=== keypad_lock_ctrl ===
### Wire density map, keypad_lock_ctrl

The die is cut into 15 by 16 equal tiles; dark blue is low, red is high, scaled to the fullest tile. Values are wire area over tile area, all layers added.
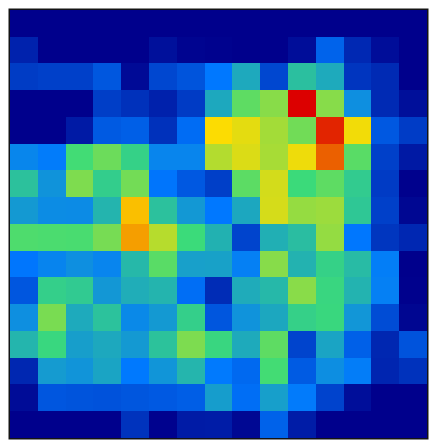

## config.mk

```make
export PLATFORM = sky130hd
export DESIGN_NAME = keypad_lock_ctrl
export DESIGN_NICKNAME = d
export VERILOG_FILES = /design/src/rtl/keypad_lock_ctrl.sv
export SDC_FILE = /design/constraint.sdc
export NUM_CORES = 1
export LEC_CHECK = 0
export CORE_AREA = 2 2 74 76
export DETAILED_ROUTE_END_ITERATION = 7
export DIE_AREA = 0 0 76 78
export RECOVER_POWER = 25
export SLEW_MARGIN = 25
export SYNTH_ARGS = -nofsm -noshare
export SYNTH_HDL_FRONTEND = slang
export SYNTH_SLANG_ARGS = --single-unit
```

## constraint.sdc

```tcl
create_clock -name clk -period 1.8 [get_ports clk]
set_input_delay 0.54 -clock clk [delete_from_list [all_inputs] [get_ports clk]]
set_output_delay 0.54 -clock clk [all_outputs]
set_load 0.03 [all_outputs]
```

## src/rtl/keypad_lock_ctrl.sv

```systemverilog
// Keypad code-lock controller: N-digit entry, check with retry limit, timed unlock and alarm lockout.
// Optional code reprogramming from OPEN is compiled in when CODE_PROG_EN is defined.
module keypad_lock_ctrl #(
  parameter int N_DIGITS    = 4,
  parameter int DIGIT_W     = 4,
  parameter int MAX_TRIES   = 3,
  parameter int UNLOCK_CYC  = 950,
  parameter int LOCKOUT_CYC = 1900,
  parameter logic [N_DIGITS*DIGIT_W-1:0] DEFAULT_CODE = {4'd1, 4'd2, 4'd3, 4'd4}
) (
  input  logic                           clk,
  input  logic                           clr_n,
  input  logic                           key_valid,
  input  logic [DIGIT_W-1:0]             key_code,
  input  logic                           enter,
  input  logic                           prog,
  output logic                           unlock,
  output logic                           alarm,
  output logic [$clog2(N_DIGITS+1)-1:0]  entry_cnt,
  output logic [N_DIGITS*DIGIT_W-1:0]    disp_digits,
  output logic [2:0]                     state
);

  localparam int BUF_W   = N_DIGITS * DIGIT_W;
  localparam int CNT_W   = $clog2(N_DIGITS + 1);
  localparam int TRY_W   = $clog2(MAX_TRIES + 1);
  localparam int MAX_CYC = (UNLOCK_CYC > LOCKOUT_CYC) ? UNLOCK_CYC : LOCKOUT_CYC;
  localparam int TMR_W   = $clog2(MAX_CYC + 1);

  typedef enum logic [2:0] {
    S_IDLE    = 3'd0,
    S_ENTRY   = 3'd1,
    S_CHECK   = 3'd2,
    S_OPEN    = 3'd3,
    S_LOCKOUT = 3'd4,
    S_PROG    = 3'd5
  } state_e;

  state_e             state_q, state_d;
  logic [BUF_W-1:0]   buf_q, buf_d;
  logic [CNT_W-1:0]   cnt_q, cnt_d;
  logic [TRY_W-1:0]   tries_q, tries_d;
  logic [TMR_W-1:0]   timer_q, timer_d;
  logic [BUF_W-1:0]   code_q;
  logic               unlock_q, alarm_q;

  logic               buf_full;
  logic               digit_ok;
  logic               code_match;
  logic [BUF_W-1:0]   buf_shifted;

  assign buf_full    = (cnt_q == CNT_W'(N_DIGITS));
  assign digit_ok    = key_valid && (key_code <= DIGIT_W'(9)) && !buf_full;
  assign code_match  = buf_full && (buf_q == code_q);
  assign buf_shifted = {buf_q[BUF_W-DIGIT_W-1:0], key_code};

`ifdef CODE_PROG_EN
  logic [BUF_W-1:0] code_d;

  // NOTE: the stored code is a plain register, so it takes DEFAULT_CODE on reset like any other state.
  always_ff @(posedge clk or negedge clr_n) begin
    if (!clr_n) code_q <= DEFAULT_CODE;
    else        code_q <= code_d;
  end
`else
  logic prog_unused;
  assign prog_unused = prog;
  assign code_q      = DEFAULT_CODE;
`endif

  // NOTE: every variable is defaulted first so no path through the case leaves one unassigned (no latches).
  always_comb begin
    state_d = state_q;
    buf_d   = buf_q;
    cnt_d   = cnt_q;
    tries_d = tries_q;
    timer_d = timer_q;
`ifdef CODE_PROG_EN
    code_d  = code_q;
`endif
    case (state_q)
      S_IDLE, S_ENTRY: begin
        if (enter) begin
          state_d = S_CHECK;
        end else if (digit_ok) begin
          buf_d   = buf_shifted;
          cnt_d   = cnt_q + CNT_W'(1);
          state_d = S_ENTRY;
        end
      end
      S_CHECK: begin
        buf_d = '0;
        cnt_d = '0;
        if (code_match) begin
          state_d = S_OPEN;
          tries_d = '0;
          timer_d = TMR_W'(UNLOCK_CYC - 1);
        end else if (tries_q >= TRY_W'(MAX_TRIES - 1)) begin
          state_d = S_LOCKOUT;
          tries_d = TRY_W'(MAX_TRIES);
          timer_d = TMR_W'(LOCKOUT_CYC - 1);
        end else begin
          state_d = S_IDLE;
          tries_d = tries_q + TRY_W'(1);
        end
      end
      S_OPEN: begin
        if (enter) begin
          state_d = S_IDLE;
          timer_d = '0;
`ifdef CODE_PROG_EN
        end else if (prog) begin
          state_d = S_PROG;
          timer_d = '0;
          buf_d   = '0;
          cnt_d   = '0;
`endif
        end else if (timer_q == '0) begin
          state_d = S_IDLE;
        end else begin
          timer_d = timer_q - TMR_W'(1);
        end
      end
      S_LOCKOUT: begin
        if (timer_q == '0) begin
          state_d = S_IDLE;
          tries_d = '0;
        end else begin
          timer_d = timer_q - TMR_W'(1);
        end
      end
`ifdef CODE_PROG_EN
      S_PROG: begin
        if (enter) begin
          if (buf_full) code_d = buf_q;
          buf_d   = '0;
          cnt_d   = '0;
          state_d = S_IDLE;
        end else if (digit_ok) begin
          buf_d = buf_shifted;
          cnt_d = cnt_q + CNT_W'(1);
        end
      end
`endif
      default: begin
        state_d = S_IDLE;
        buf_d   = '0;
        cnt_d   = '0;
      end
    endcase
  end

  // NOTE: sequential state uses non-blocking assignments so all flops update together at the edge.
  always_ff @(posedge clk or negedge clr_n) begin
    if (!clr_n) begin
      state_q  <= S_IDLE;
      buf_q    <= '0;
      cnt_q    <= '0;
      tries_q  <= '0;
      timer_q  <= '0;
      unlock_q <= 1'b0;
      alarm_q  <= 1'b0;
    end else begin
      state_q  <= state_d;
      buf_q    <= buf_d;
      cnt_q    <= cnt_d;
      tries_q  <= tries_d;
      timer_q  <= timer_d;
      unlock_q <= (state_d == S_OPEN);
      alarm_q  <= (state_d == S_LOCKOUT);
    end
  end

  assign unlock      = unlock_q;
  assign alarm       = alarm_q;
  assign entry_cnt   = cnt_q;
  assign disp_digits = buf_q;
  assign state       = state_q;

endmodule

```

=== regfile_write_sched ===
## config.mk

```make
export PLATFORM = sky130hd
export DESIGN_NAME = regfile_write_sched
export DESIGN_NICKNAME = d
export VERILOG_FILES = /design/src/rtl/sparc_glue_pkg.sv /design/src/rtl/rr_pick_2.sv /design/src/rtl/regfile_write_sched.sv
export SDC_FILE = /design/constraint.sdc
export NUM_CORES = 1
export LEC_CHECK = 0
export CAP_MARGIN = 20
export CELL_PAD_IN_SITES_DETAIL_PLACEMENT = 1
export CELL_PAD_IN_SITES_GLOBAL_PLACEMENT = 2
export CORE_ASPECT_RATIO = 0.5
export CORE_MARGIN = 2
export CORE_UTILIZATION = 21
export CTS_BUF_LIST = sky130_fd_sc_hd__clkbuf_8
export CTS_CLUSTER_SIZE = 12
export DETAILED_ROUTE_END_ITERATION = 10
export PLACE_DENSITY_LB_ADDON = 0.2
export SKIP_CTS_REPAIR_TIMING = 1
export SYNTH_ARGS = -nofsm -noshare
export SYNTH_HDL_FRONTEND = slang
export SYNTH_SLANG_ARGS = --single-unit
```

## constraint.sdc

```tcl
create_clock -name Clk -period 1.57 [get_ports Clk]
set_input_delay 0.3925 -clock Clk [delete_from_list [all_inputs] [get_ports Clk]]
set_output_delay 0.3925 -clock Clk [all_outputs]
set_load 0.02 [all_outputs]
```

## src/rtl/sparc_glue_pkg.sv

```systemverilog
// Shared constants for the SPARC register-file write glue: FSM encoding,
// write-port identifiers and the hardwired-zero register address.
package sparc_glue_pkg;

    localparam logic ST_IDLE  = 1'b0;
    localparam logic ST_WRITE = 1'b1;

    localparam logic PORT_A = 1'b0;
    localparam logic PORT_B = 1'b1;

    localparam logic [4:0] REG_G0 = 5'b00000;

endpackage

```

## src/rtl/rr_pick_2.sv

```systemverilog
// Two-way round-robin pick: a lone requester wins, and on a tie the port
// that was not granted last wins.
module rr_pick_2
    import sparc_glue_pkg::*;
(
    input  logic i_req_a,
    input  logic i_req_b,
    input  logic i_last,
    output logic o_gnt_valid,
    output logic o_gnt_port
);

    always_comb begin
        o_gnt_valid = i_req_a | i_req_b;
        o_gnt_port  = PORT_A;
        if (i_req_a && i_req_b) begin
            o_gnt_port = (i_last == PORT_A) ? PORT_B : PORT_A;
        end else if (i_req_b) begin
            o_gnt_port = PORT_B;
        end
    end

endmodule

```

## src/rtl/regfile_write_sched.sv

```systemverilog
// Register-file write-port scheduler: arbitrates ALU (A) and load (B)
// writebacks onto the single decoder/write-data path, one write per 2 cycles.
module regfile_write_sched
    import sparc_glue_pkg::*;
#(
    parameter int ADDR_W = 5,
    parameter int DATA_W = 32
) (
    input  logic              Clk,
    input  logic              Reset,
    input  logic              ReqA,
    input  logic [ADDR_W-1:0] AddrA,
    input  logic [DATA_W-1:0] DataA,
    output logic              AckA,
    input  logic              ReqB,
    input  logic [ADDR_W-1:0] AddrB,
    input  logic [DATA_W-1:0] DataB,
    output logic              AckB,
    output logic [ADDR_W-1:0] DecIn,
    output logic              DecLd,
    output logic [DATA_W-1:0] WrData,
    output logic              Busy
);

    // Handshake: ReqX is a level held until AckX; AckX is a one-cycle pulse
    // coinciding with the WRITE cycle, and the requester must drop ReqX (or
    // present a new transaction) at the edge that ends that pulse.

    logic              r_state;
    logic              r_last;
    logic              r_ack_a;
    logic              r_ack_b;
    logic              r_dec_ld;
    logic [ADDR_W-1:0] r_dec_in;
    logic [DATA_W-1:0] r_wr_data;

    logic              w_state_nxt;
    logic              w_last_nxt;
    logic              w_ack_a_nxt;
    logic              w_ack_b_nxt;
    logic              w_dec_ld_nxt;
    logic [ADDR_W-1:0] w_dec_in_nxt;
    logic [DATA_W-1:0] w_wr_data_nxt;
    logic              w_gnt_valid;
    logic              w_gnt_port;
    logic              w_grant;

    rr_pick_2 u_pick (
        .i_req_a     (ReqA),
        .i_req_b     (ReqB),
        .i_last      (r_last),
        .o_gnt_valid (w_gnt_valid),
        .o_gnt_port  (w_gnt_port)
    );

    assign w_grant = (r_state == ST_IDLE) && w_gnt_valid;

    always_ff @(posedge Clk or posedge Reset) begin
        if (Reset) begin
            r_state   <= ST_IDLE;
            r_last    <= PORT_B;
            r_ack_a   <= 1'b0;
            r_ack_b   <= 1'b0;
            r_dec_ld  <= 1'b0;
            r_dec_in  <= '0;
            r_wr_data <= '0;
        end else begin
            r_state   <= w_state_nxt;
            r_last    <= w_last_nxt;
            r_ack_a   <= w_ack_a_nxt;
            r_ack_b   <= w_ack_b_nxt;
            r_dec_ld  <= w_dec_ld_nxt;
            r_dec_in  <= w_dec_in_nxt;
            r_wr_data <= w_wr_data_nxt;
        end
    end

    always_comb begin
        w_state_nxt = r_state;
        case (r_state)
            ST_IDLE:  w_state_nxt = w_gnt_valid ? ST_WRITE : ST_IDLE;
            ST_WRITE: w_state_nxt = ST_IDLE;
            default:  w_state_nxt = ST_IDLE;
        endcase
    end

    // Destination and data hold their last values outside a grant so the
    // decoder input does not toggle needlessly.
    always_comb begin
        w_last_nxt    = r_last;
        w_ack_a_nxt   = 1'b0;
        w_ack_b_nxt   = 1'b0;
        w_dec_ld_nxt  = 1'b0;
        w_dec_in_nxt  = r_dec_in;
        w_wr_data_nxt = r_wr_data;
        if (w_grant) begin
            w_last_nxt = w_gnt_port;
            if (w_gnt_port == PORT_A) begin
                w_ack_a_nxt   = 1'b1;
                w_dec_in_nxt  = AddrA;
                w_wr_data_nxt = DataA;
            end else begin
                w_ack_b_nxt   = 1'b1;
                w_dec_in_nxt  = AddrB;
                w_wr_data_nxt = DataB;
            end
            // %g0 is hardwired zero: acknowledge but never strobe the decoder.
            w_dec_ld_nxt = (w_dec_in_nxt != ADDR_W'(REG_G0));
        end
    end

    assign AckA   = r_ack_a;
    assign AckB   = r_ack_b;
    assign DecLd  = r_dec_ld;
    assign DecIn  = r_dec_in;
    assign WrData = r_wr_data;
    assign Busy   = (r_state == ST_WRITE);

endmodule

```

=== mem_stage_sequencer ===
===== src/rtl/mem_stage_sequencer_pkg.sv =====
// LC-3b type definitions and opcode-class helpers used by the MEM-stage memory sequencer.
package mem_stage_sequencer_pkg;

  localparam int unsigned MEMSEQ_MAX_LEVELS = 3;
  localparam int unsigned LVL_W             = 2;

  typedef enum logic [3:0] {
    OP_BR   = 4'b0000,
    OP_ADD  = 4'b0001,
    OP_LDB  = 4'b0010,
    OP_STB  = 4'b0011,
    OP_JSR  = 4'b0100,
    OP_AND  = 4'b0101,
    OP_LDR  = 4'b0110,
    OP_STR  = 4'b0111,
    OP_RTI  = 4'b1000,
    OP_NOT  = 4'b1001,
    OP_LDI  = 4'b1010,
    OP_STI  = 4'b1011,
    OP_JMP  = 4'b1100,
    OP_SHF  = 4'b1101,
    OP_LEA  = 4'b1110,
    OP_TRAP = 4'b1111
  } lc3b_opcode;

  typedef enum logic [1:0] {
    S_FIRST = 2'b00,
    S_CHASE = 2'b01,
    S_FINAL = 2'b10,
    S_DONE  = 2'b11
  } memseq_state_t;

  // Single direct read access (TRAP reads its vector like a load).
  function automatic logic is_mem_read_op(input lc3b_opcode op);
    return (op == OP_LDR) || (op == OP_LDB) || (op == OP_TRAP);
  endfunction

  // Single direct write access.
  function automatic logic is_mem_write_op(input lc3b_opcode op);
    return (op == OP_STR) || (op == OP_STB);
  endfunction

  // Pointer-chasing access sequence.
  function automatic logic is_indirect_op(input lc3b_opcode op);
    return (op == OP_LDI) || (op == OP_STI);
  endfunction

  // Byte enables for a write: STB picks the addressed byte, word stores use both.
  function automatic logic [1:0] write_mask(input lc3b_opcode op, input logic addr_lsb);
    if (op == OP_STB) return addr_lsb ? 2'b10 : 2'b01;
    return 2'b11;
  endfunction

endpackage


===== src/rtl/memseq_watchdog.sv =====
// Watchdog for the MEM-stage sequencer: counts consecutive unanswered strobe cycles
// and raises a sticky error. Only instantiated when MEMSEQ_TIMEOUT_EN is defined.
module memseq_watchdog #(
  parameter int unsigned TIMEOUT_CYCLES = 255
) (
  input  logic clk,
  input  logic reset,
  input  logic strobe,
  input  logic mem_resp,
  output logic expire_c,
  output logic mem_error
);

  localparam int unsigned CNT_W = $clog2(TIMEOUT_CYCLES + 1);

  logic [CNT_W-1:0] cnt;

  // Limit reached: the sequencer abandons the access this cycle.
  assign expire_c = (cnt == CNT_W'(TIMEOUT_CYCLES));

  // Consecutive-wait counter and sticky error, set on the edge the limit is reached.
  always_ff @(posedge clk) begin
    if (reset) begin
      cnt       <= '0;
      mem_error <= 1'b0;
    end else begin
      if (expire_c || !strobe || mem_resp) cnt <= '0;
      else                                 cnt <= cnt + CNT_W'(1);
      if (strobe && !mem_resp && (cnt == CNT_W'(TIMEOUT_CYCLES - 1))) mem_error <= 1'b1;
    end
  end

endmodule


===== src/rtl/mem_stage_sequencer.sv =====
// MEM-stage memory sequencer: turns the MEM-stage instruction into direct, TRAP-vector
// or LDI/STI pointer-chase memory accesses and generates the pipeline proceed signal.
// Optional watchdog enabled by defining MEMSEQ_TIMEOUT_EN.
module mem_stage_sequencer
  import mem_stage_sequencer_pkg::*;
#(
  parameter int unsigned ADDR_W          = 16,
  parameter int unsigned DATA_W          = 16,
  parameter int unsigned INDIRECT_LEVELS = 1,
  parameter int unsigned TIMEOUT_CYCLES  = 255
) (
  input  logic              clk,
  input  logic              reset,
  input  logic              instr_valid,
  input  lc3b_opcode        opcode,
  input  logic [ADDR_W-1:0] eff_addr,
  input  logic              stall_in,
  input  logic              mem_resp,
  input  logic [DATA_W-1:0] mem_rdata,
  output logic              mem_read,
  output logic              mem_write,
  output logic [ADDR_W-1:0] mem_address,
  output logic [1:0]        mem_wmask,
  output logic [DATA_W-1:0] load_data,
  output logic              proceed,
  output logic              busy,
  output logic              mem_error
);

  // Pointers are data words, so both widths must agree; depth is bounded by the lvl counter.
  if ((DATA_W != ADDR_W) || (INDIRECT_LEVELS < 1) ||
      (INDIRECT_LEVELS > MEMSEQ_MAX_LEVELS) || (TIMEOUT_CYCLES < 1)) begin : g_param_check
    $error("mem_stage_sequencer: illegal parameter combination");
  end

  memseq_state_t     state, state_d;
  logic [ADDR_W-1:0] ptr, ptr_d;
  logic [LVL_W-1:0]  lvl, lvl_d;
  logic [DATA_W-1:0] rdata_q, rdata_d;
  logic              store_q, store_d;
  logic              rd_c, wr_c, proceed_c;
  logic [ADDR_W-1:0] addr_c;
  logic [1:0]        wmask_c;
  logic              expire_c;

`ifdef MEMSEQ_TIMEOUT_EN
  memseq_watchdog #(
    .TIMEOUT_CYCLES(TIMEOUT_CYCLES)
  ) u_watchdog (
    .clk      (clk),
    .reset    (reset),
    .strobe   (rd_c | wr_c),
    .mem_resp (mem_resp),
    .expire_c (expire_c),
    .mem_error(mem_error)
  );
`else
  assign expire_c  = 1'b0;
  assign mem_error = 1'b0;
`endif

  // State, pointer, level and captured-read-data registers.
  always_ff @(posedge clk) begin
    if (reset) begin
      state   <= S_FIRST;
      ptr     <= '0;
      lvl     <= '0;
      rdata_q <= '0;
      store_q <= 1'b0;
    end else begin
      state   <= state_d;
      ptr     <= ptr_d;
      lvl     <= lvl_d;
      rdata_q <= rdata_d;
      store_q <= store_d;
    end
  end

  // Next-state, access strobes, address mux and proceed generation.
  always_comb begin
    state_d   = state;
    ptr_d     = ptr;
    lvl_d     = lvl;
    rdata_d   = rdata_q;
    store_d   = store_q;
    rd_c      = 1'b0;
    wr_c      = 1'b0;
    addr_c    = eff_addr;
    wmask_c   = 2'b00;
    proceed_c = 1'b0;
    load_data = mem_rdata;

    unique case (state)
      S_FIRST: begin
        if (!instr_valid) begin
          proceed_c = !stall_in;
        end else if (is_mem_read_op(opcode) || is_mem_write_op(opcode)) begin
          rd_c = is_mem_read_op(opcode);
          wr_c = is_mem_write_op(opcode);
          if (wr_c) wmask_c = write_mask(opcode, eff_addr[0]);
          if (mem_resp) begin
            rdata_d = mem_rdata;
            if (stall_in) state_d = S_DONE;
            else          proceed_c = 1'b1;
          end
        end else if (is_indirect_op(opcode)) begin
          rd_c = 1'b1;
          if (mem_resp) begin
            ptr_d   = ADDR_W'(mem_rdata) & ~ADDR_W'(1);
            lvl_d   = LVL_W'(1);
            store_d = (opcode == OP_STI);
            state_d = (INDIRECT_LEVELS > 1) ? S_CHASE : S_FINAL;
          end
        end else begin
          proceed_c = !stall_in;
        end
      end

      S_CHASE: begin
        rd_c   = 1'b1;
        addr_c = ptr;
        if (mem_resp) begin
          ptr_d = ADDR_W'(mem_rdata) & ~ADDR_W'(1);
          lvl_d = lvl + LVL_W'(1);
          if (lvl == LVL_W'(INDIRECT_LEVELS - 1)) state_d = S_FINAL;
        end
      end

      S_FINAL: begin
        rd_c   = !store_q;
        wr_c   = store_q;
        addr_c = ptr;
        if (store_q) wmask_c = 2'b11;
        if (mem_resp) begin
          rdata_d = mem_rdata;
          if (stall_in) state_d = S_DONE;
          else begin
            proceed_c = 1'b1;
            state_d   = S_FIRST;
          end
        end
      end

      S_DONE: begin
        load_data = rdata_q;
        proceed_c = !stall_in;
        if (!stall_in) state_d = S_FIRST;
      end

      default: state_d = S_FIRST;
    endcase

    if (expire_c) state_d = S_FIRST;
  end

  // Output gating: reset and watchdog expiry silence the access strobes.
  assign mem_read    = rd_c & !reset & !expire_c;
  assign mem_write   = wr_c & !reset & !expire_c;
  assign mem_address = addr_c;
  assign mem_wmask   = wmask_c;
  assign proceed     = (proceed_c | expire_c) & !reset;
  assign busy        = (state != S_FIRST) & !reset;

endmodule


===== config.mk =====
export PLATFORM = sky130hd
export DESIGN_NAME = mem_stage_sequencer
export DESIGN_NICKNAME = d
export VERILOG_FILES = /design/src/rtl/mem_stage_sequencer_pkg.sv /design/src/rtl/memseq_watchdog.sv /design/src/rtl/mem_stage_sequencer.sv
export SDC_FILE = /design/constraint.sdc
export NUM_CORES = 1
export LEC_CHECK = 0
export ABC_AREA = 1
export CORE_MARGIN = 2
export CORE_UTILIZATION = 25
export DETAILED_ROUTE_END_ITERATION = 10
export MAX_ROUTING_LAYER = met4
export PLACE_DENSITY_LB_ADDON = 0.1
export SLEW_MARGIN = 20
export SYNTH_ARGS = -nofsm -noshare
export SYNTH_HDL_FRONTEND = slang
export SYNTH_HIERARCHICAL = 1
export SYNTH_SLANG_ARGS = --single-unit
export TNS_END_PERCENT = 50

===== constraint.sdc =====
create_clock -name clk -period 4.9 [get_ports clk]
set_clock_uncertainty 0.15 [all_clocks]
set_input_delay 0.98 -clock clk [delete_from_list [all_inputs] [get_ports clk]]
set_output_delay 0.98 -clock clk [all_outputs]
set_load 0.03 [all_outputs]

### Placed standard cells, regfile_write_sched

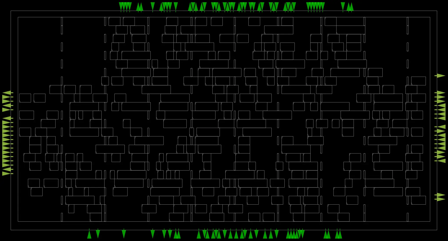
utilization after layout: 40.5%
final non-filler cell total: 393
tap cell instance count: 117
number of rows created at floorplan: 24
Placeable Area: 0.00859 mm2

==> qor.tcl, regfile_write_sched <==
set qor(top_layer_used) {met4}
set qor(synth_seq_share_pct) 57.4
set qor(area.share.combinational_pct) 20.4
set qor(first_global_vias) 2017
set qor(synthArstFlopShare_pct) 100
set qor(cp.arrival_ns) 1.60
set qor(cellLeakagePower_nw) 1.96
set qor(tritoncts) {built}
set qor(cts_inserted_buffers) 5
set qor(outcome) {finished clean}
set qor(net-switching-power_mw) 1.16
set qor(power_density_mw_per_mm2) 1030
set qor(power_leader) {registers}
set qor(largest_register_ff_count) 32
set qor(synthesis.nets) 228
set qor(layout_top_cells_excl_fill_tap) {sky130_fd_sc_hd__clkdlybuf4s50_1 (75), sky130_fd_sc_hd__dlymetal6s2s_1 (43), sky130_fd_sc_hd__dfrtp_1 (41)}
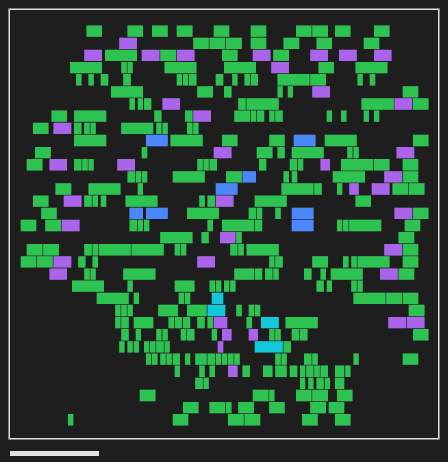
*Sizing map, mem_stage_sequencer*
Scale bar: 20 um.
legend:
  drive 3 to 4:
    colour: cyan
    cells: 4
    share: 1.1%
    most_used: nand2_4
  drive 1 or less:
    colour: green
    cells: 300
    share: 85%
    most_used: nor2_1
  drive 2:
    colour: purple
    cells: 39
    share: 11%
    most_used: mux2_2
  drive 6 and up:
    colour: blue
    cells: 8
    share: 2.3%
    most_used: clkbuf_8
worst-case setup margin in the final layout: 0.879 ns
layout overhead on the synthesized area: 42.5%
Non-clk bufs: 79

==> qor.tcl, mem_stage_sequencer <==
set qor(slowest_stage) {sky130_fd_sc_hd__clkdlybuf4s50_1}
set qor(area_share_nonclk_buffers_pct) 26.2
set qor(grt_antenna_before_repair) 0
set qor(crit_top_cell) {sky130_fd_sc_hd__clkdlybuf4s50_1}
set qor(drc) 0
set qor(post_synth_xor_area_fraction_pct) 0
set qor(critical_path.startpoint) {opcode[2]}
set qor(syn_inst) 277
set qor(top_layer_used) {met4}
set qor(number_of_detailed_routing_iterations_run_before_antenna_repair) 4
set qor(placed_cell_area_mm2) 0.00292
set qor(end_point_of_the_most_critical_hold_path) {lvl[1]}
set qor(aoi_share_pct) 10.6
set qor(rr_startpoint) {state[1]}
set qor(r2r_slack_ns) 2.89
set qor(antenna_violating_nets_post_route) 0
set qor(inst_count_dp) 448
set qor(setup_viol_count_final) 0
set qor(place_hpwl_um) 4280
set qor(net-switching-power_mw) 0.714
set qor(dominant-cell-class) {combinational gates}
set qor(clk_pin_slew_worst_paths_ns) 0.07
set qor(utilization_pct) 36.6
set qor(grtUsageMet3_pct) 2.51
set qor(synth-seq-cells) 36
set qor(post_drt_wl_per_cell_um) 12.7
set qor(clk_root_buffer_cell) {sky130_fd_sc_hd__clkbuf_8}
set qor(outcome) {finished clean}
set qor(biggestRegsByFlops) {rdata_q: 16 flops, ptr: 15 flops}
### Clock wires, drivers and flops, keypad_lock_ctrl

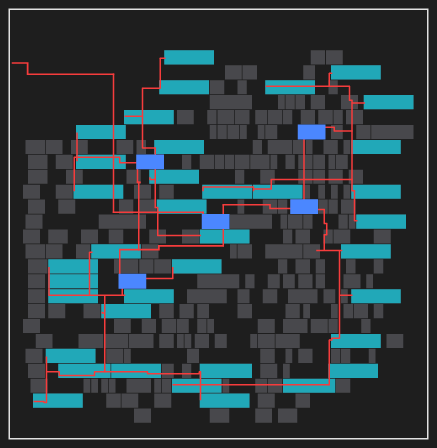
legend:
  clock wires:
    colour: red
    length: 478 um
  cells driving clock nets:
    colour: blue
    count: 5
  flip-flops:
    colour: cyan
    count: 37
flops lie: spread over the die
routed clock nets: 6
insertion delay at the late pin of the worst-skew pair: 0.29 ns
Clock power frac: 14.8%
Clock net power: 0.589 mW
worst clock skew on the final layout: 0.00522 ns

### Register map, names as in the netlist, keypad_lock_ctrl

Scale bar: 20 um.
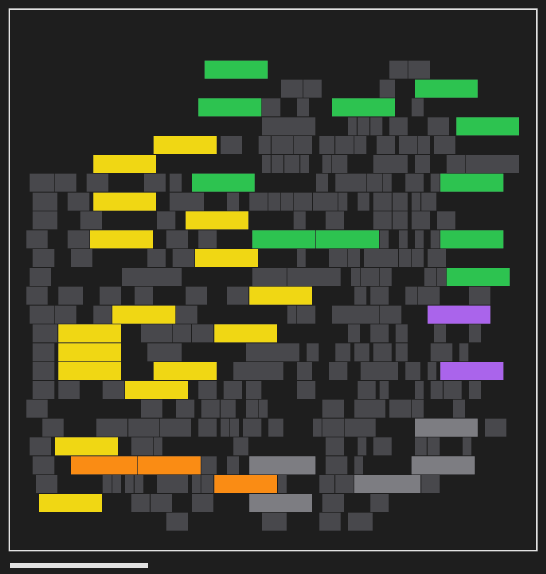
legend:
  tries_q:
    colour: purple
    placed_flops: 2
  timer_q:
    colour: green
    placed_flops: 11
  disp_digits:
    colour: yellow
    placed_flops: 16
  entry_cnt:
    colour: orange
    placed_flops: 3
not coloured: 5
fraction of standard cell area that is sequential: 34.9%
area used by sequential logic in the layout: 930 um2
power of the sequential group: 1.34 mW

About 'Wire density map' of keypad_lock_ctrl:
nearly empty tiles: 20%
tiles over half the peak: 17%
fullest tile: 0.46
emptiest ninth of the die: upper left
post-detailed-route wirelength per cell: 14.5 um
GRT Total Usage: 16.9%
Vias: 1704
aggregate routed wire length: 4700 um

==> qor.tcl, keypad_lock_ctrl <==
set qor(final_cells) 324
set qor(finalHoldViolCount) 0
set qor(wl_met3_um) 289
set qor(reg2reg_to) {timer_q[8]}
set qor(setup_viol_count_final) 0
set qor(worst_slew_pin_slew_ns) 0.887
set qor(outcome) {finished clean}
set qor(seq_cells) 37
set qor(path_buffers) 2
set qor(fin_ws_ns) 0.0626
set qor(synthAdderAreaFrac_pct) 1.91
set qor(synth.avg_cell_area_um2) 10.5
set qor(final_min_period_over_clock_period_pct) 96.5
set qor(critical_path.endpoint) {disp_digits[3]}
set qor(grt_antenna_before_repair) 0

=== spi_slave_sync_flat ===
### Sizing map, spi_slave_sync_flat

Scale bar: 20 um.
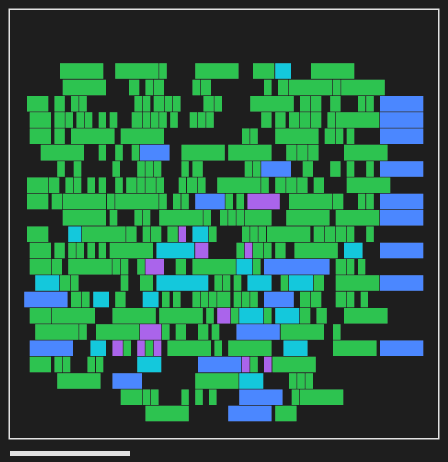

[src/rtl/spi_slave_sync_if.sv]
// Pin-side and user-side signals of the oversampled SPI responder.
// Handshake: a transmit byte moves from user logic into the holding buffer
// on every clk edge where tx_valid && tx_ready are both high; tx_valid may
// be raised at any time, tx_ready is high exactly while the buffer is empty,
// and the byte must stay stable while tx_valid is high and tx_ready is low.
// rx_valid is a one-cycle pulse with no back-pressure.
interface spi_slave_sync_if #(
  parameter int DATA_W = 8
);
  logic              sclk;
  logic              cs_n;
  logic              mosi;
  logic              miso;
  logic [DATA_W-1:0] tx_data;
  logic              tx_valid;
  logic              tx_ready;
  logic [DATA_W-1:0] rx_data;
  logic              rx_valid;
  logic              tx_underrun;
  logic              busy;
  logic              state_dbg;

  modport slave (
    input  sclk, cs_n, mosi, tx_data, tx_valid,
    output miso, tx_ready, rx_data, rx_valid, tx_underrun, busy, state_dbg
  );

  modport master (
    output sclk, cs_n, mosi, tx_data, tx_valid,
    input  miso, tx_ready, rx_data, rx_valid, tx_underrun, busy, state_dbg
  );
endinterface

[src/rtl/spi_slave_sync.sv]
// SPI mode-0 responder, MSB first. SCLK, CS_N and MOSI are oversampled in
// the clk domain; all shifting happens on detected edges of the synced SCLK.
// Transmit words come from a one-entry holding buffer that is reloaded into
// the shift register at frame start and after every completed word.
module spi_slave_sync #(
  parameter int DATA_W      = 8,
  parameter int SYNC_STAGES = 2
) (
  input  logic             clk,
  input  logic             reset,
  spi_slave_sync_if.slave  bus
);

  localparam int CNT_W = (DATA_W > 2) ? $clog2(DATA_W) : 1;
  localparam logic [CNT_W-1:0] LAST_BIT = CNT_W'(DATA_W - 1);

  typedef enum logic {
    ST_IDLE   = 1'b0,
    ST_ACTIVE = 1'b1
  } state_t;

  // synchronizer chains and one-cycle-delayed copies for edge detection
  logic [SYNC_STAGES-1:0] sclk_sync_q;
  logic [SYNC_STAGES-1:0] cs_sync_q;
  logic [SYNC_STAGES-1:0] mosi_sync_q;
  logic                   sclk_dly_q;
  logic                   cs_dly_q;

  logic sclk_s;
  logic cs_s;
  logic mosi_s;
  logic sclk_rise;
  logic sclk_fall;
  logic cs_rise;
  logic cs_fall;

  state_t            state_q,     state_d;
  logic [DATA_W-1:0] tx_buf_q,    tx_buf_d;
  logic              tx_full_q,   tx_full_d;
  logic [DATA_W-1:0] sh_tx_q,     sh_tx_d;
  logic [DATA_W-1:0] sh_rx_q,     sh_rx_d;
  logic [CNT_W-1:0]  bit_cnt_q,   bit_cnt_d;
  logic              word_done_q, word_done_d;
  logic [DATA_W-1:0] rx_data_q,   rx_data_d;
  logic              rx_valid_q,  rx_valid_d;
  logic              underrun_q,  underrun_d;
  logic              miso_q,      miso_d;

  // shift the raw pins through the synchronizer chains; cs_n resets low so
  // a select held through reset never looks like a falling edge
  always_ff @(posedge clk) begin
    if (reset) begin
      sclk_sync_q <= '0;
      cs_sync_q   <= '0;
      mosi_sync_q <= '0;
      sclk_dly_q  <= 1'b0;
      cs_dly_q    <= 1'b0;
    end else begin
      sclk_sync_q <= {sclk_sync_q[SYNC_STAGES-2:0], bus.sclk};
      cs_sync_q   <= {cs_sync_q[SYNC_STAGES-2:0],   bus.cs_n};
      mosi_sync_q <= {mosi_sync_q[SYNC_STAGES-2:0], bus.mosi};
      sclk_dly_q  <= sclk_sync_q[SYNC_STAGES-1];
      cs_dly_q    <= cs_sync_q[SYNC_STAGES-1];
    end
  end

  assign sclk_s    = sclk_sync_q[SYNC_STAGES-1];
  assign cs_s      = cs_sync_q[SYNC_STAGES-1];
  assign mosi_s    = mosi_sync_q[SYNC_STAGES-1];
  assign sclk_rise =  sclk_s & ~sclk_dly_q;
  assign sclk_fall = ~sclk_s &  sclk_dly_q;
  assign cs_rise   =  cs_s   & ~cs_dly_q;
  assign cs_fall   = ~cs_s   &  cs_dly_q;

  // FSM state and datapath registers
  always_ff @(posedge clk) begin
    if (reset) begin
      state_q     <= ST_IDLE;
      tx_buf_q    <= '0;
      tx_full_q   <= 1'b0;
      sh_tx_q     <= '0;
      sh_rx_q     <= '0;
      bit_cnt_q   <= '0;
      word_done_q <= 1'b0;
      rx_data_q   <= '0;
      rx_valid_q  <= 1'b0;
      underrun_q  <= 1'b0;
      miso_q      <= 1'b0;
    end else begin
      state_q     <= state_d;
      tx_buf_q    <= tx_buf_d;
      tx_full_q   <= tx_full_d;
      sh_tx_q     <= sh_tx_d;
      sh_rx_q     <= sh_rx_d;
      bit_cnt_q   <= bit_cnt_d;
      word_done_q <= word_done_d;
      rx_data_q   <= rx_data_d;
      rx_valid_q  <= rx_valid_d;
      underrun_q  <= underrun_d;
      miso_q      <= miso_d;
    end
  end

  // next-state: frame control, word load, bit shifting and the tx handshake
  always_comb begin
    state_d     = state_q;
    tx_buf_d    = tx_buf_q;
    tx_full_d   = tx_full_q;
    sh_tx_d     = sh_tx_q;
    sh_rx_d     = sh_rx_q;
    bit_cnt_d   = bit_cnt_q;
    word_done_d = word_done_q;
    rx_data_d   = rx_data_q;
    rx_valid_d  = 1'b0;
    underrun_d  = 1'b0;
    miso_d      = 1'b0;

    unique case (state_q)
      ST_IDLE: begin
        if (cs_fall) begin
          // word load uses the buffer as it stood before this cycle
          if (tx_full_q) begin
            sh_tx_d = tx_buf_q;
          end else begin
            sh_tx_d    = '0;
            underrun_d = 1'b1;
          end
          tx_full_d   = 1'b0;
          sh_rx_d     = '0;
          bit_cnt_d   = '0;
          word_done_d = 1'b0;
          state_d     = ST_ACTIVE;
        end
      end

      ST_ACTIVE: begin
        if (cs_rise) begin
          // deselect wins over any coincident sclk edge; partial bits dropped
          bit_cnt_d   = '0;
          word_done_d = 1'b0;
          state_d     = ST_IDLE;
        end else if (sclk_rise) begin
          sh_rx_d = {sh_rx_q[DATA_W-2:0], mosi_s};
          if (bit_cnt_q == LAST_BIT) begin
            rx_data_d   = {sh_rx_q[DATA_W-2:0], mosi_s};
            rx_valid_d  = 1'b1;
            bit_cnt_d   = '0;
            word_done_d = 1'b1;
          end else begin
            bit_cnt_d = bit_cnt_q + 1'b1;
          end
        end else if (sclk_fall) begin
          if (word_done_q) begin
            if (tx_full_q) begin
              sh_tx_d = tx_buf_q;
            end else begin
              sh_tx_d    = '0;
              underrun_d = 1'b1;
            end
            tx_full_d   = 1'b0;
            word_done_d = 1'b0;
          end else begin
            sh_tx_d = {sh_tx_q[DATA_W-2:0], 1'b0};
          end
        end
      end

      default: state_d = ST_IDLE;
    endcase

    // accept after the load so a same-cycle byte lands for the next word
    if (bus.tx_valid && !tx_full_q) begin
      tx_buf_d  = bus.tx_data;
      tx_full_d = 1'b1;
    end

    if (state_d == ST_ACTIVE) begin
      miso_d = sh_tx_d[DATA_W-1];
    end
  end

  assign bus.miso        = miso_q;
  assign bus.tx_ready    = ~tx_full_q;
  assign bus.rx_data     = rx_data_q;
  assign bus.rx_valid    = rx_valid_q;
  assign bus.tx_underrun = underrun_q;
  assign bus.busy        = (state_q == ST_ACTIVE);
  assign bus.state_dbg   = state_q;

endmodule

[src/flat_wrapper.sv]
// flat-port wrapper written by rule: the top's interface ports become plain ports
module spi_slave_sync_flat 
#(
  parameter int DATA_W      = 8,
  parameter int SYNC_STAGES = 2
)
  (clk, reset, bus_sclk, bus_cs_n, bus_mosi, bus_tx_data, bus_tx_valid, bus_miso, bus_tx_ready, bus_rx_data, bus_rx_valid, bus_tx_underrun, bus_busy, bus_state_dbg);
  spi_slave_sync_if #(.DATA_W(DATA_W)) bus_i ();
  input  logic clk;
  input  logic reset;
  input wire logic [$bits(bus_i.sclk)-1:0] bus_sclk;
  input wire logic [$bits(bus_i.cs_n)-1:0] bus_cs_n;
  input wire logic [$bits(bus_i.mosi)-1:0] bus_mosi;
  input wire logic [$bits(bus_i.tx_data)-1:0] bus_tx_data;
  input wire logic [$bits(bus_i.tx_valid)-1:0] bus_tx_valid;
  output wire logic [$bits(bus_i.miso)-1:0] bus_miso;
  output wire logic [$bits(bus_i.tx_ready)-1:0] bus_tx_ready;
  output wire logic [$bits(bus_i.rx_data)-1:0] bus_rx_data;
  output wire logic [$bits(bus_i.rx_valid)-1:0] bus_rx_valid;
  output wire logic [$bits(bus_i.tx_underrun)-1:0] bus_tx_underrun;
  output wire logic [$bits(bus_i.busy)-1:0] bus_busy;
  output wire logic [$bits(bus_i.state_dbg)-1:0] bus_state_dbg;
  assign bus_i.sclk = bus_sclk;
  assign bus_i.cs_n = bus_cs_n;
  assign bus_i.mosi = bus_mosi;
  assign bus_i.tx_data = bus_tx_data;
  assign bus_i.tx_valid = bus_tx_valid;
  assign bus_miso = bus_i.miso;
  assign bus_tx_ready = bus_i.tx_ready;
  assign bus_rx_data = bus_i.rx_data;
  assign bus_rx_valid = bus_i.rx_valid;
  assign bus_tx_underrun = bus_i.tx_underrun;
  assign bus_busy = bus_i.busy;
  assign bus_state_dbg = bus_i.state_dbg;
  spi_slave_sync #(.DATA_W(DATA_W), .SYNC_STAGES(SYNC_STAGES)) u_core (.clk(clk), .reset(reset), .bus(bus_i));
endmodule
[config.mk]
export PLATFORM = sky130hd
export DESIGN_NAME = spi_slave_sync_flat
export DESIGN_NICKNAME = d
export VERILOG_FILES = /design/src/rtl/spi_slave_sync_if.sv /design/src/rtl/spi_slave_sync.sv /design/src/flat_wrapper.sv
export SDC_FILE = /design/constraint.sdc
export NUM_CORES = 1
export LEC_CHECK = 0
export ABC_AREA = 1
export CORE_MARGIN = 2
export CORE_UTILIZATION = 44
export DETAILED_ROUTE_END_ITERATION = 16
export PLACE_DENSITY = 0.75
export SLEW_MARGIN = 5
export SYNTH_ARGS = -nofsm -noshare
export SYNTH_HDL_FRONTEND = slang
export SYNTH_SLANG_ARGS = --single-unit
[constraint.sdc]
create_clock -name clk -period 1.36 [get_ports clk]
set_input_delay 0.204 -clock clk [delete_from_list [all_inputs] [get_ports clk]]
set_output_delay 0.204 -clock clk [all_outputs]
set_load 0.1 [all_outputs]
=== sar_guess_ctrl ===
## config.mk

```make
export PLATFORM = sky130hd
export DESIGN_NAME = sar_guess_ctrl
export DESIGN_NICKNAME = d
export VERILOG_FILES = /design/src/rtl/sarg_pkg.sv /design/src/rtl/sarg_bound_update.sv /design/src/rtl/sar_guess_ctrl.sv
export SDC_FILE = /design/constraint.sdc
export NUM_CORES = 1
export LEC_CHECK = 0
export CORE_UTILIZATION = 50
export DETAILED_ROUTE_END_ITERATION = 10
export GPL_TIMING_DRIVEN = 0
export MAX_ROUTING_LAYER = met4
export PLACE_DENSITY = 0.87
export SETUP_SLACK_MARGIN = 0.4
export SYNTH_ARGS = -nofsm -noshare
export SYNTH_HDL_FRONTEND = slang
export SYNTH_SLANG_ARGS = --single-unit
```

## constraint.sdc

```tcl
create_clock -name clk -period 3.7 [get_ports clk]
set_clock_uncertainty 0.15 [all_clocks]
set_input_delay 0.555 -clock clk [delete_from_list [all_inputs] [get_ports clk]]
set_output_delay 0.555 -clock clk [all_outputs]
set_load 0.005 [all_outputs]
```

## src/rtl/sarg_pkg.sv

```systemverilog
// Shared definitions for the SAR guess controller: FSM state encoding and
// default configuration values used by the controller and its bound-update
// helper.
package sarg_pkg;

    typedef enum logic [1:0] {
        IDLE = 2'd0,
        WAIT = 2'd1,
        DONE = 2'd2,
        ERR  = 2'd3
    } sarg_state_e;

    localparam int SARG_WIDTH_DEFAULT   = 3;
    localparam int SARG_TIMEOUT_DEFAULT = 255;

endpackage

```

## src/rtl/sarg_bound_update.sv

```systemverilog
// Combinational bound narrowing for the SAR guess controller. Given the
// current search window, the current candidate and a comparator verdict it
// produces the narrowed window, the next midpoint candidate and a flag that
// marks a verdict that cannot belong to a consistent responder.
module sarg_bound_update
    import sarg_pkg::*;
#(
    parameter int WIDTH = SARG_WIDTH_DEFAULT
) (
    input  logic [WIDTH:0]   lo,
    input  logic [WIDTH:0]   hi,
    input  logic [WIDTH-1:0] guess,
    input  logic             cmp_lt,
    input  logic             cmp_grt,
    input  logic             cmp_eq,
    output logic [WIDTH:0]   lo_next,
    output logic [WIDTH:0]   hi_next,
    output logic [WIDTH-1:0] guess_next,
    output logic             bad
);

    localparam logic [WIDTH:0] ONE_EXT = (WIDTH+1)'(1);

    logic [WIDTH:0] guess_ext;
    logic [WIDTH:0] bound_sum;
    logic           one_hot;
    logic           edge_bad;

    assign guess_ext = {1'b0, guess};

    // Exactly one flag: odd number set, but not all three.
    assign one_hot = (cmp_lt ^ cmp_grt ^ cmp_eq) & ~(cmp_lt & cmp_grt & cmp_eq);

    // Narrow the window on the side the verdict rules out; stepping past
    // either end of the value range is an inconsistent answer.
    always_comb begin
        lo_next  = lo;
        hi_next  = hi;
        edge_bad = 1'b0;
        if (cmp_grt) begin
            lo_next  = guess_ext + ONE_EXT;
            edge_bad = &guess;
        end else if (cmp_lt) begin
            hi_next  = guess_ext - ONE_EXT;
            edge_bad = ~|guess;
        end
    end

    // Midpoint of the narrowed window, taken at WIDTH+1 bits so the sum
    // cannot overflow, then truncated back to the guess width.
    assign bound_sum  = lo_next + hi_next;
    assign guess_next = bound_sum[WIDTH:1];

    assign bad = ~one_hot | edge_bad | (lo_next > hi_next);

endmodule

```

## src/rtl/sar_guess_ctrl.sv

```systemverilog
// Binary-search guess controller. Proposes a candidate on `guess`, consumes
// a LT/GRT/EQ verdict of secret-vs-guess from the magnitude comparator and
// narrows the search window until EQ, reporting the value and the number of
// verdicts used. Inconsistent verdicts park the FSM in ERR.
// Optional build macro SARG_TIMEOUT_EN adds a per-verdict watchdog that
// moves to ERR when no verdict arrives within TIMEOUT cycles.
module sar_guess_ctrl
    import sarg_pkg::*;
#(
    parameter int WIDTH   = SARG_WIDTH_DEFAULT,
    parameter int TIMEOUT = SARG_TIMEOUT_DEFAULT
) (
    input  logic                        clk,
    input  logic                        rst,
    input  logic                        start,
    output logic [WIDTH-1:0]            guess,
    output logic                        guess_valid,
    input  logic                        cmp_valid,
    input  logic                        cmp_lt,
    input  logic                        cmp_grt,
    input  logic                        cmp_eq,
    output logic                        busy,
    output logic                        done,
    output logic [WIDTH-1:0]            result,
    output logic [$clog2(WIDTH+2)-1:0]  attempts,
    output logic                        error
);

    localparam int               AW         = $clog2(WIDTH+2);
    localparam logic [AW-1:0]    ATT_ONE    = AW'(1);
    localparam logic [WIDTH:0]   HI_INIT    = {1'b0, {WIDTH{1'b1}}};
    localparam logic [WIDTH-1:0] GUESS_INIT = HI_INIT[WIDTH:1];

    sarg_state_e      state_q,    state_d;
    logic [WIDTH:0]   lo_q,       lo_d;
    logic [WIDTH:0]   hi_q,       hi_d;
    logic [WIDTH-1:0] guess_q,    guess_d;
    logic [WIDTH-1:0] result_q,   result_d;
    logic [AW-1:0]    attempts_q, attempts_d;

    logic [WIDTH:0]   upd_lo;
    logic [WIDTH:0]   upd_hi;
    logic [WIDTH-1:0] upd_guess;
    logic             upd_bad;

`ifdef SARG_TIMEOUT_EN
    localparam int            CW       = (TIMEOUT > 1) ? $clog2(TIMEOUT) : 1;
    localparam logic [CW-1:0] CNT_LAST = CW'(TIMEOUT - 1);
    localparam logic [CW-1:0] CNT_ONE  = CW'(1);

    logic [CW-1:0] cnt_q, cnt_d;
`endif

    sarg_bound_update #(
        .WIDTH      (WIDTH)
    ) u_bound (
        .lo         (lo_q),
        .hi         (hi_q),
        .guess      (guess_q),
        .cmp_lt     (cmp_lt),
        .cmp_grt    (cmp_grt),
        .cmp_eq     (cmp_eq),
        .lo_next    (upd_lo),
        .hi_next    (upd_hi),
        .guess_next (upd_guess),
        .bad        (upd_bad)
    );

    // Next-state logic: launch a search from any resting state, and in WAIT
    // consume one verdict per cmp_valid strobe.
    always_comb begin
        state_d    = state_q;
        lo_d       = lo_q;
        hi_d       = hi_q;
        guess_d    = guess_q;
        result_d   = result_q;
        attempts_d = attempts_q;
`ifdef SARG_TIMEOUT_EN
        cnt_d      = cnt_q;
`endif
        case (state_q)
            IDLE, DONE, ERR: begin
                if (start) begin
                    state_d    = WAIT;
                    lo_d       = '0;
                    hi_d       = HI_INIT;
                    guess_d    = GUESS_INIT;
                    attempts_d = '0;
`ifdef SARG_TIMEOUT_EN
                    cnt_d      = '0;
`endif
                end
            end
            WAIT: begin
                if (cmp_valid) begin
                    attempts_d = attempts_q + ATT_ONE;
`ifdef SARG_TIMEOUT_EN
                    cnt_d      = '0;
`endif
                    if (upd_bad) begin
                        state_d = ERR;
                    end else if (cmp_eq) begin
                        result_d = guess_q;
                        state_d  = DONE;
                    end else begin
                        lo_d    = upd_lo;
                        hi_d    = upd_hi;
                        guess_d = upd_guess;
                    end
                end
`ifdef SARG_TIMEOUT_EN
                else if (cnt_q == CNT_LAST) begin
                    state_d = ERR;
                end else begin
                    cnt_d = cnt_q + CNT_ONE;
                end
`endif
            end
            default: begin
                state_d = IDLE;
            end
        endcase
    end

    // State and datapath registers with synchronous reset.
    always_ff @(posedge clk) begin
        if (rst) begin
            state_q    <= IDLE;
            lo_q       <= '0;
            hi_q       <= '0;
            guess_q    <= '0;
            result_q   <= '0;
            attempts_q <= '0;
        end else begin
            state_q    <= state_d;
            lo_q       <= lo_d;
            hi_q       <= hi_d;
            guess_q    <= guess_d;
            result_q   <= result_d;
            attempts_q <= attempts_d;
        end
    end

`ifdef SARG_TIMEOUT_EN
    // Per-verdict watchdog counter.
    always_ff @(posedge clk) begin
        if (rst) begin
            cnt_q <= '0;
        end else begin
            cnt_q <= cnt_d;
        end
    end
`endif

    assign guess       = guess_q;
    assign guess_valid = (state_q == WAIT);
    assign busy        = (state_q == WAIT);
    assign done        = (state_q == DONE);
    assign error       = (state_q == ERR);
    assign result      = result_q;
    assign attempts    = attempts_q;

endmodule
```

### Sizing map, sar_guess_ctrl

Scale bar: 20 um.
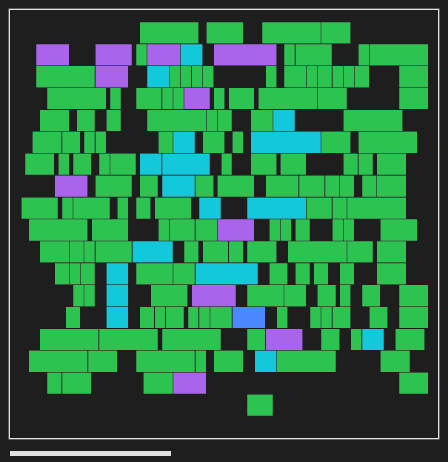
legend:
  drive 1 or less:
    colour: green
    cells: 152
    share: 84%
    most_used: nor2_1
  drive 3 to 4:
    colour: cyan
    cells: 17
    share: 9.4%
    most_used: buf_4
  drive 2:
    colour: purple
    cells: 11
    share: 6.1%
    most_used: mux2_2
  drive 6 and up:
    colour: blue
    cells: 1
    share: 0.55%
    most_used: buf_6
Non-clk bufs: 32
Finished Cell Area: 0.00165 mm2
layout overhead on the synthesized area: 26.0%

### Clock wires, drivers and flops, sar_guess_ctrl

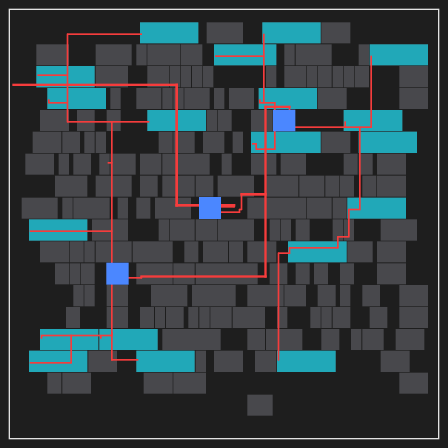
legend:
  flip-flops:
    colour: cyan
    count: 19
  cells driving clock nets:
    colour: blue
    count: 3
  clock wires:
    colour: red
    length: 286 um
flops lie: spread over the die
routed clock nets: 4
insertion delay at the late pin of the worst-skew pair: 0.31 ns
Clock power frac: 21.9%
Clock net power: 0.111 mW

==> qor.tcl, sar_guess_ctrl <==
set qor(maxClockFrequency_ghz) 0.321
set qor(seq_cell_power_mw) 0.224
set qor(total_power_mw) 0.507
set qor(synth-area-yosys_mm2) 0.00131
set qor(crit_top_cell) {sky130_fd_sc_hd__buf_4}
set qor(clk_pin_slew_worst_paths_ns) 0.11
set qor(slowest_stage) {sky130_fd_sc_hd__o41a_4}
set qor(vias) 1224
set qor(clockNetworkAreaShare_pct) 1.59
set qor(hold_path_class) {reg2reg}
set qor(synthAdderAreaFrac_pct) 13.0
set qor(cts_hold_buffers) 0
set qor(reg2reg_to) {hi_q[1]}
set qor(worst_slew_pin_slew_ns) 0.864
set qor(cts_inserted_buffers) 3
set qor(top_cells_by_count_synth) {sky130_fd_sc_hd__dfxtp_1 (19), sky130_fd_sc_hd__nor2_1 (18), sky130_fd_sc_hd__a21oi_1 (12), sky130_fd_sc_hd__ha_1 (12)}
set qor(fill_cells) 236
set qor(holdPathStages) 2
set qor(netlist.top_cell.by_area) {sky130_fd_sc_hd__dfxtp_1}
set qor(synthesis.nets) 173
set qor(synth.avg_cell_area_um2) 8.55
set qor(core_density_at_floorplan_pct) 52.8
set qor(cellLeakagePower_nw) 0.711
set qor(tapcell.inserted) 30
set qor(utilization_pct) 66.6
set qor(path_buffers) 3
set qor(outcome) {finished clean}
set qor(avgViaCountPerCell) 5.80
set qor(primary_flip_flop_cell_chosen_by_synthesis_mapping) {sky130_fd_sc_hd__dfxtp_1}
set qor(global_route.peak_usage_layer) {met2}
### Wire density map, spi_slave_sync_flat

The die is cut into 14 by 14 equal tiles; dark blue is low, red is high, scaled to the fullest tile. Values are wire area over tile area, all layers added.
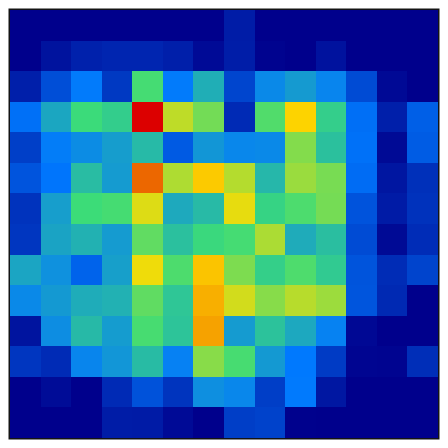
densest ninth of the die: centre
mean over tiles: 0.12
emptiest ninth of the die: lower right
tiles over half the peak: 19%
post-detailed-route wirelength per cell: 10.6 um
Vias: 1744
aggregate routed wire length: 3740 um
GRT Total Usage: 16.7%

### Clock wires, drivers and flops, spi_slave_sync_flat

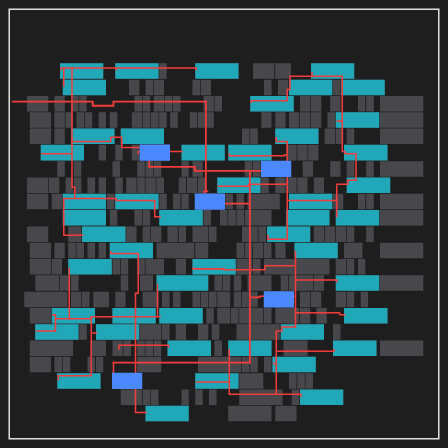
legend:
  clock wires:
    colour: red
    length: 552 um
  cells driving clock nets:
    colour: blue
    count: 5
  flip-flops:
    colour: cyan
    count: 48
routed clock nets: 6
flops lie: spread over the die
Clock net power: 1.01 mW
insertion delay at the late pin of the worst-skew pair: 0.30 ns
worst clock skew on the final layout: 0.00354 ns
Clock power frac: 36.4%

About 'Sizing map' of spi_slave_sync_flat:
legend:
  drive 2:
    colour: purple
    cells: 12
    share: 4.0%
    most_used: inv_2
  drive 6 and up:
    colour: blue
    cells: 21
    share: 7.0%
    most_used: buf_12
  drive 3 to 4:
    colour: cyan
    cells: 18
    share: 6.0%
    most_used: buf_4
  drive 1 or less:
    colour: green
    cells: 251
    share: 83%
    most_used: nor2_1
layout overhead on the synthesized area: 30.3%
worst-case setup margin in the final layout: 0.0599 ns
Finished Cell Area: 0.00260 mm2

==> qor.tcl, spi_slave_sync_flat <==
set qor(cts_hold_buffers) 0
set qor(crit_chain) {buf_4 > buf_12}
set qor(layout_top_cells_excl_fill_tap) {sky130_fd_sc_hd__nor2_1 (69), sky130_fd_sc_hd__nand2_1 (47), sky130_fd_sc_hd__dfxtp_1 (47)}
set qor(synthesis.nets) 287
set qor(cts_setup_buffers) 0
set qor(top_layer_used) {met4}
set qor(power_density_mw_per_mm2) 1060
set qor(synthArstFlopShare_pct) 0
set qor(area.sequential_um2) 965
set qor(number_of_detailed_routing_iterations_run_before_antenna_repair) 4
set qor(power_leader) {registers}
set qor(final_min_period_over_clock_period_pct) 95.6
set qor(tapcell.inserted) 52
set qor(yosysWarningCount) 0
set qor(holdPathStages) 2
set qor(synth_largest_type_area_fraction_pct) 48.1
set qor(end_point_of_the_most_critical_hold_path) {u_core.mosi_sync_q[1]}
set qor(met2_length_um) 1960
set qor(synth_area_mm2) 0.00200
set qor(outcome) {finished clean}
set qor(synth_seq_share_pct) 48.1
set qor(finalHoldViolCount) 0
set qor(utilization_pct) 59.8

## Gallery

Register map, names as in the netlist.
Scale bar: 20 um.
image #1
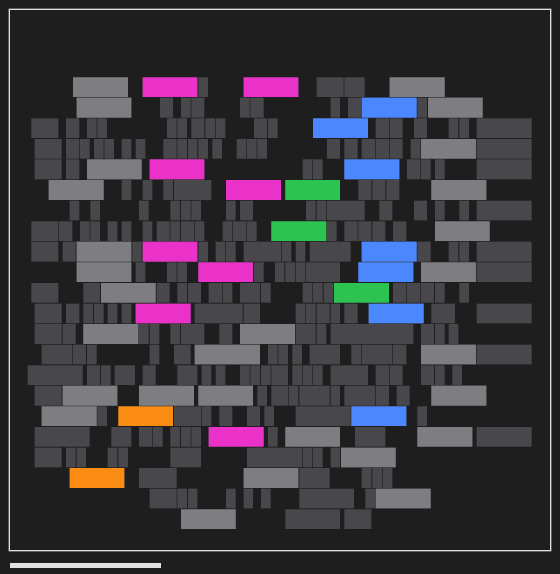
image #2
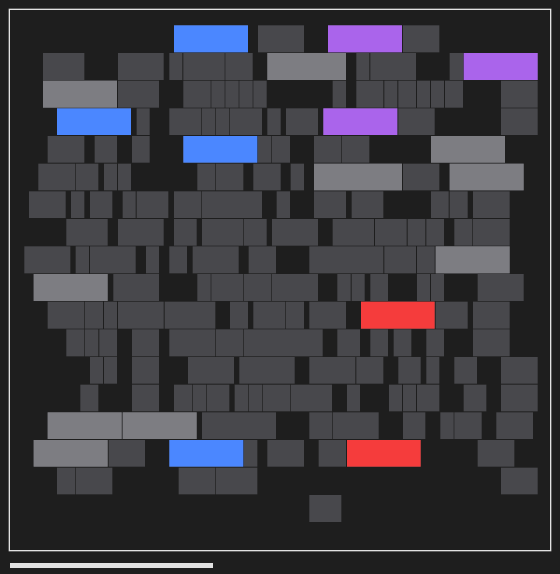
sar_guess_ctrl is image #2.
spi_slave_sync_flat is image #1.
The one with the most cells is image #1.
The one with the largest die is image #1.

Key to image #1:
legend:
  u_core.sh_tx_q:
    colour: magenta
    placed_flops: 8
  u_core.cs_sync_q:
    colour: orange
    placed_flops: 2
  u_core.bit_cnt_q:
    colour: green
    placed_flops: 3
  u_core.sh_rx_q:
    colour: blue
    placed_flops: 7
not coloured: 28



## Gallery

Placed standard cells.
Plate I
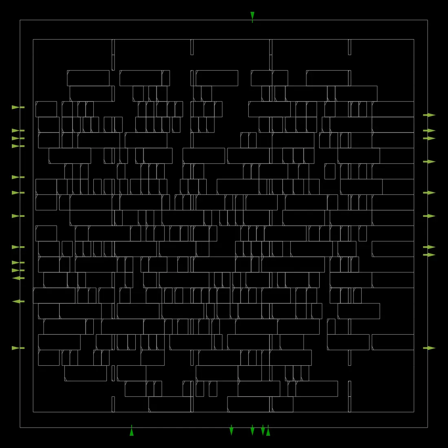
Plate II
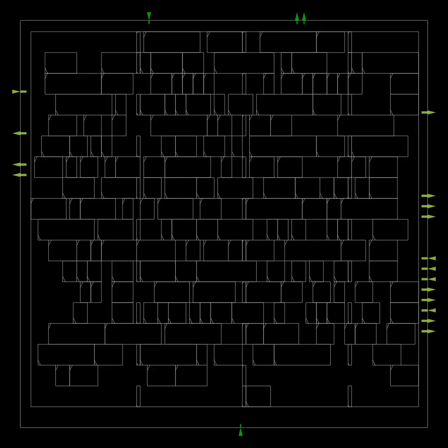
Plate III
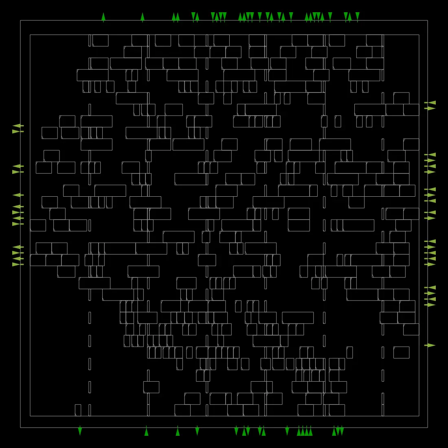
- fewest sequential cells: Plate II
- fewest cells: Plate II
Plate III: mem_stage_sequencer
Plate II: sar_guess_ctrl
Plate I: spi_slave_sync_flat

No activity file was given, so power comes from the tool's default toggle rates.
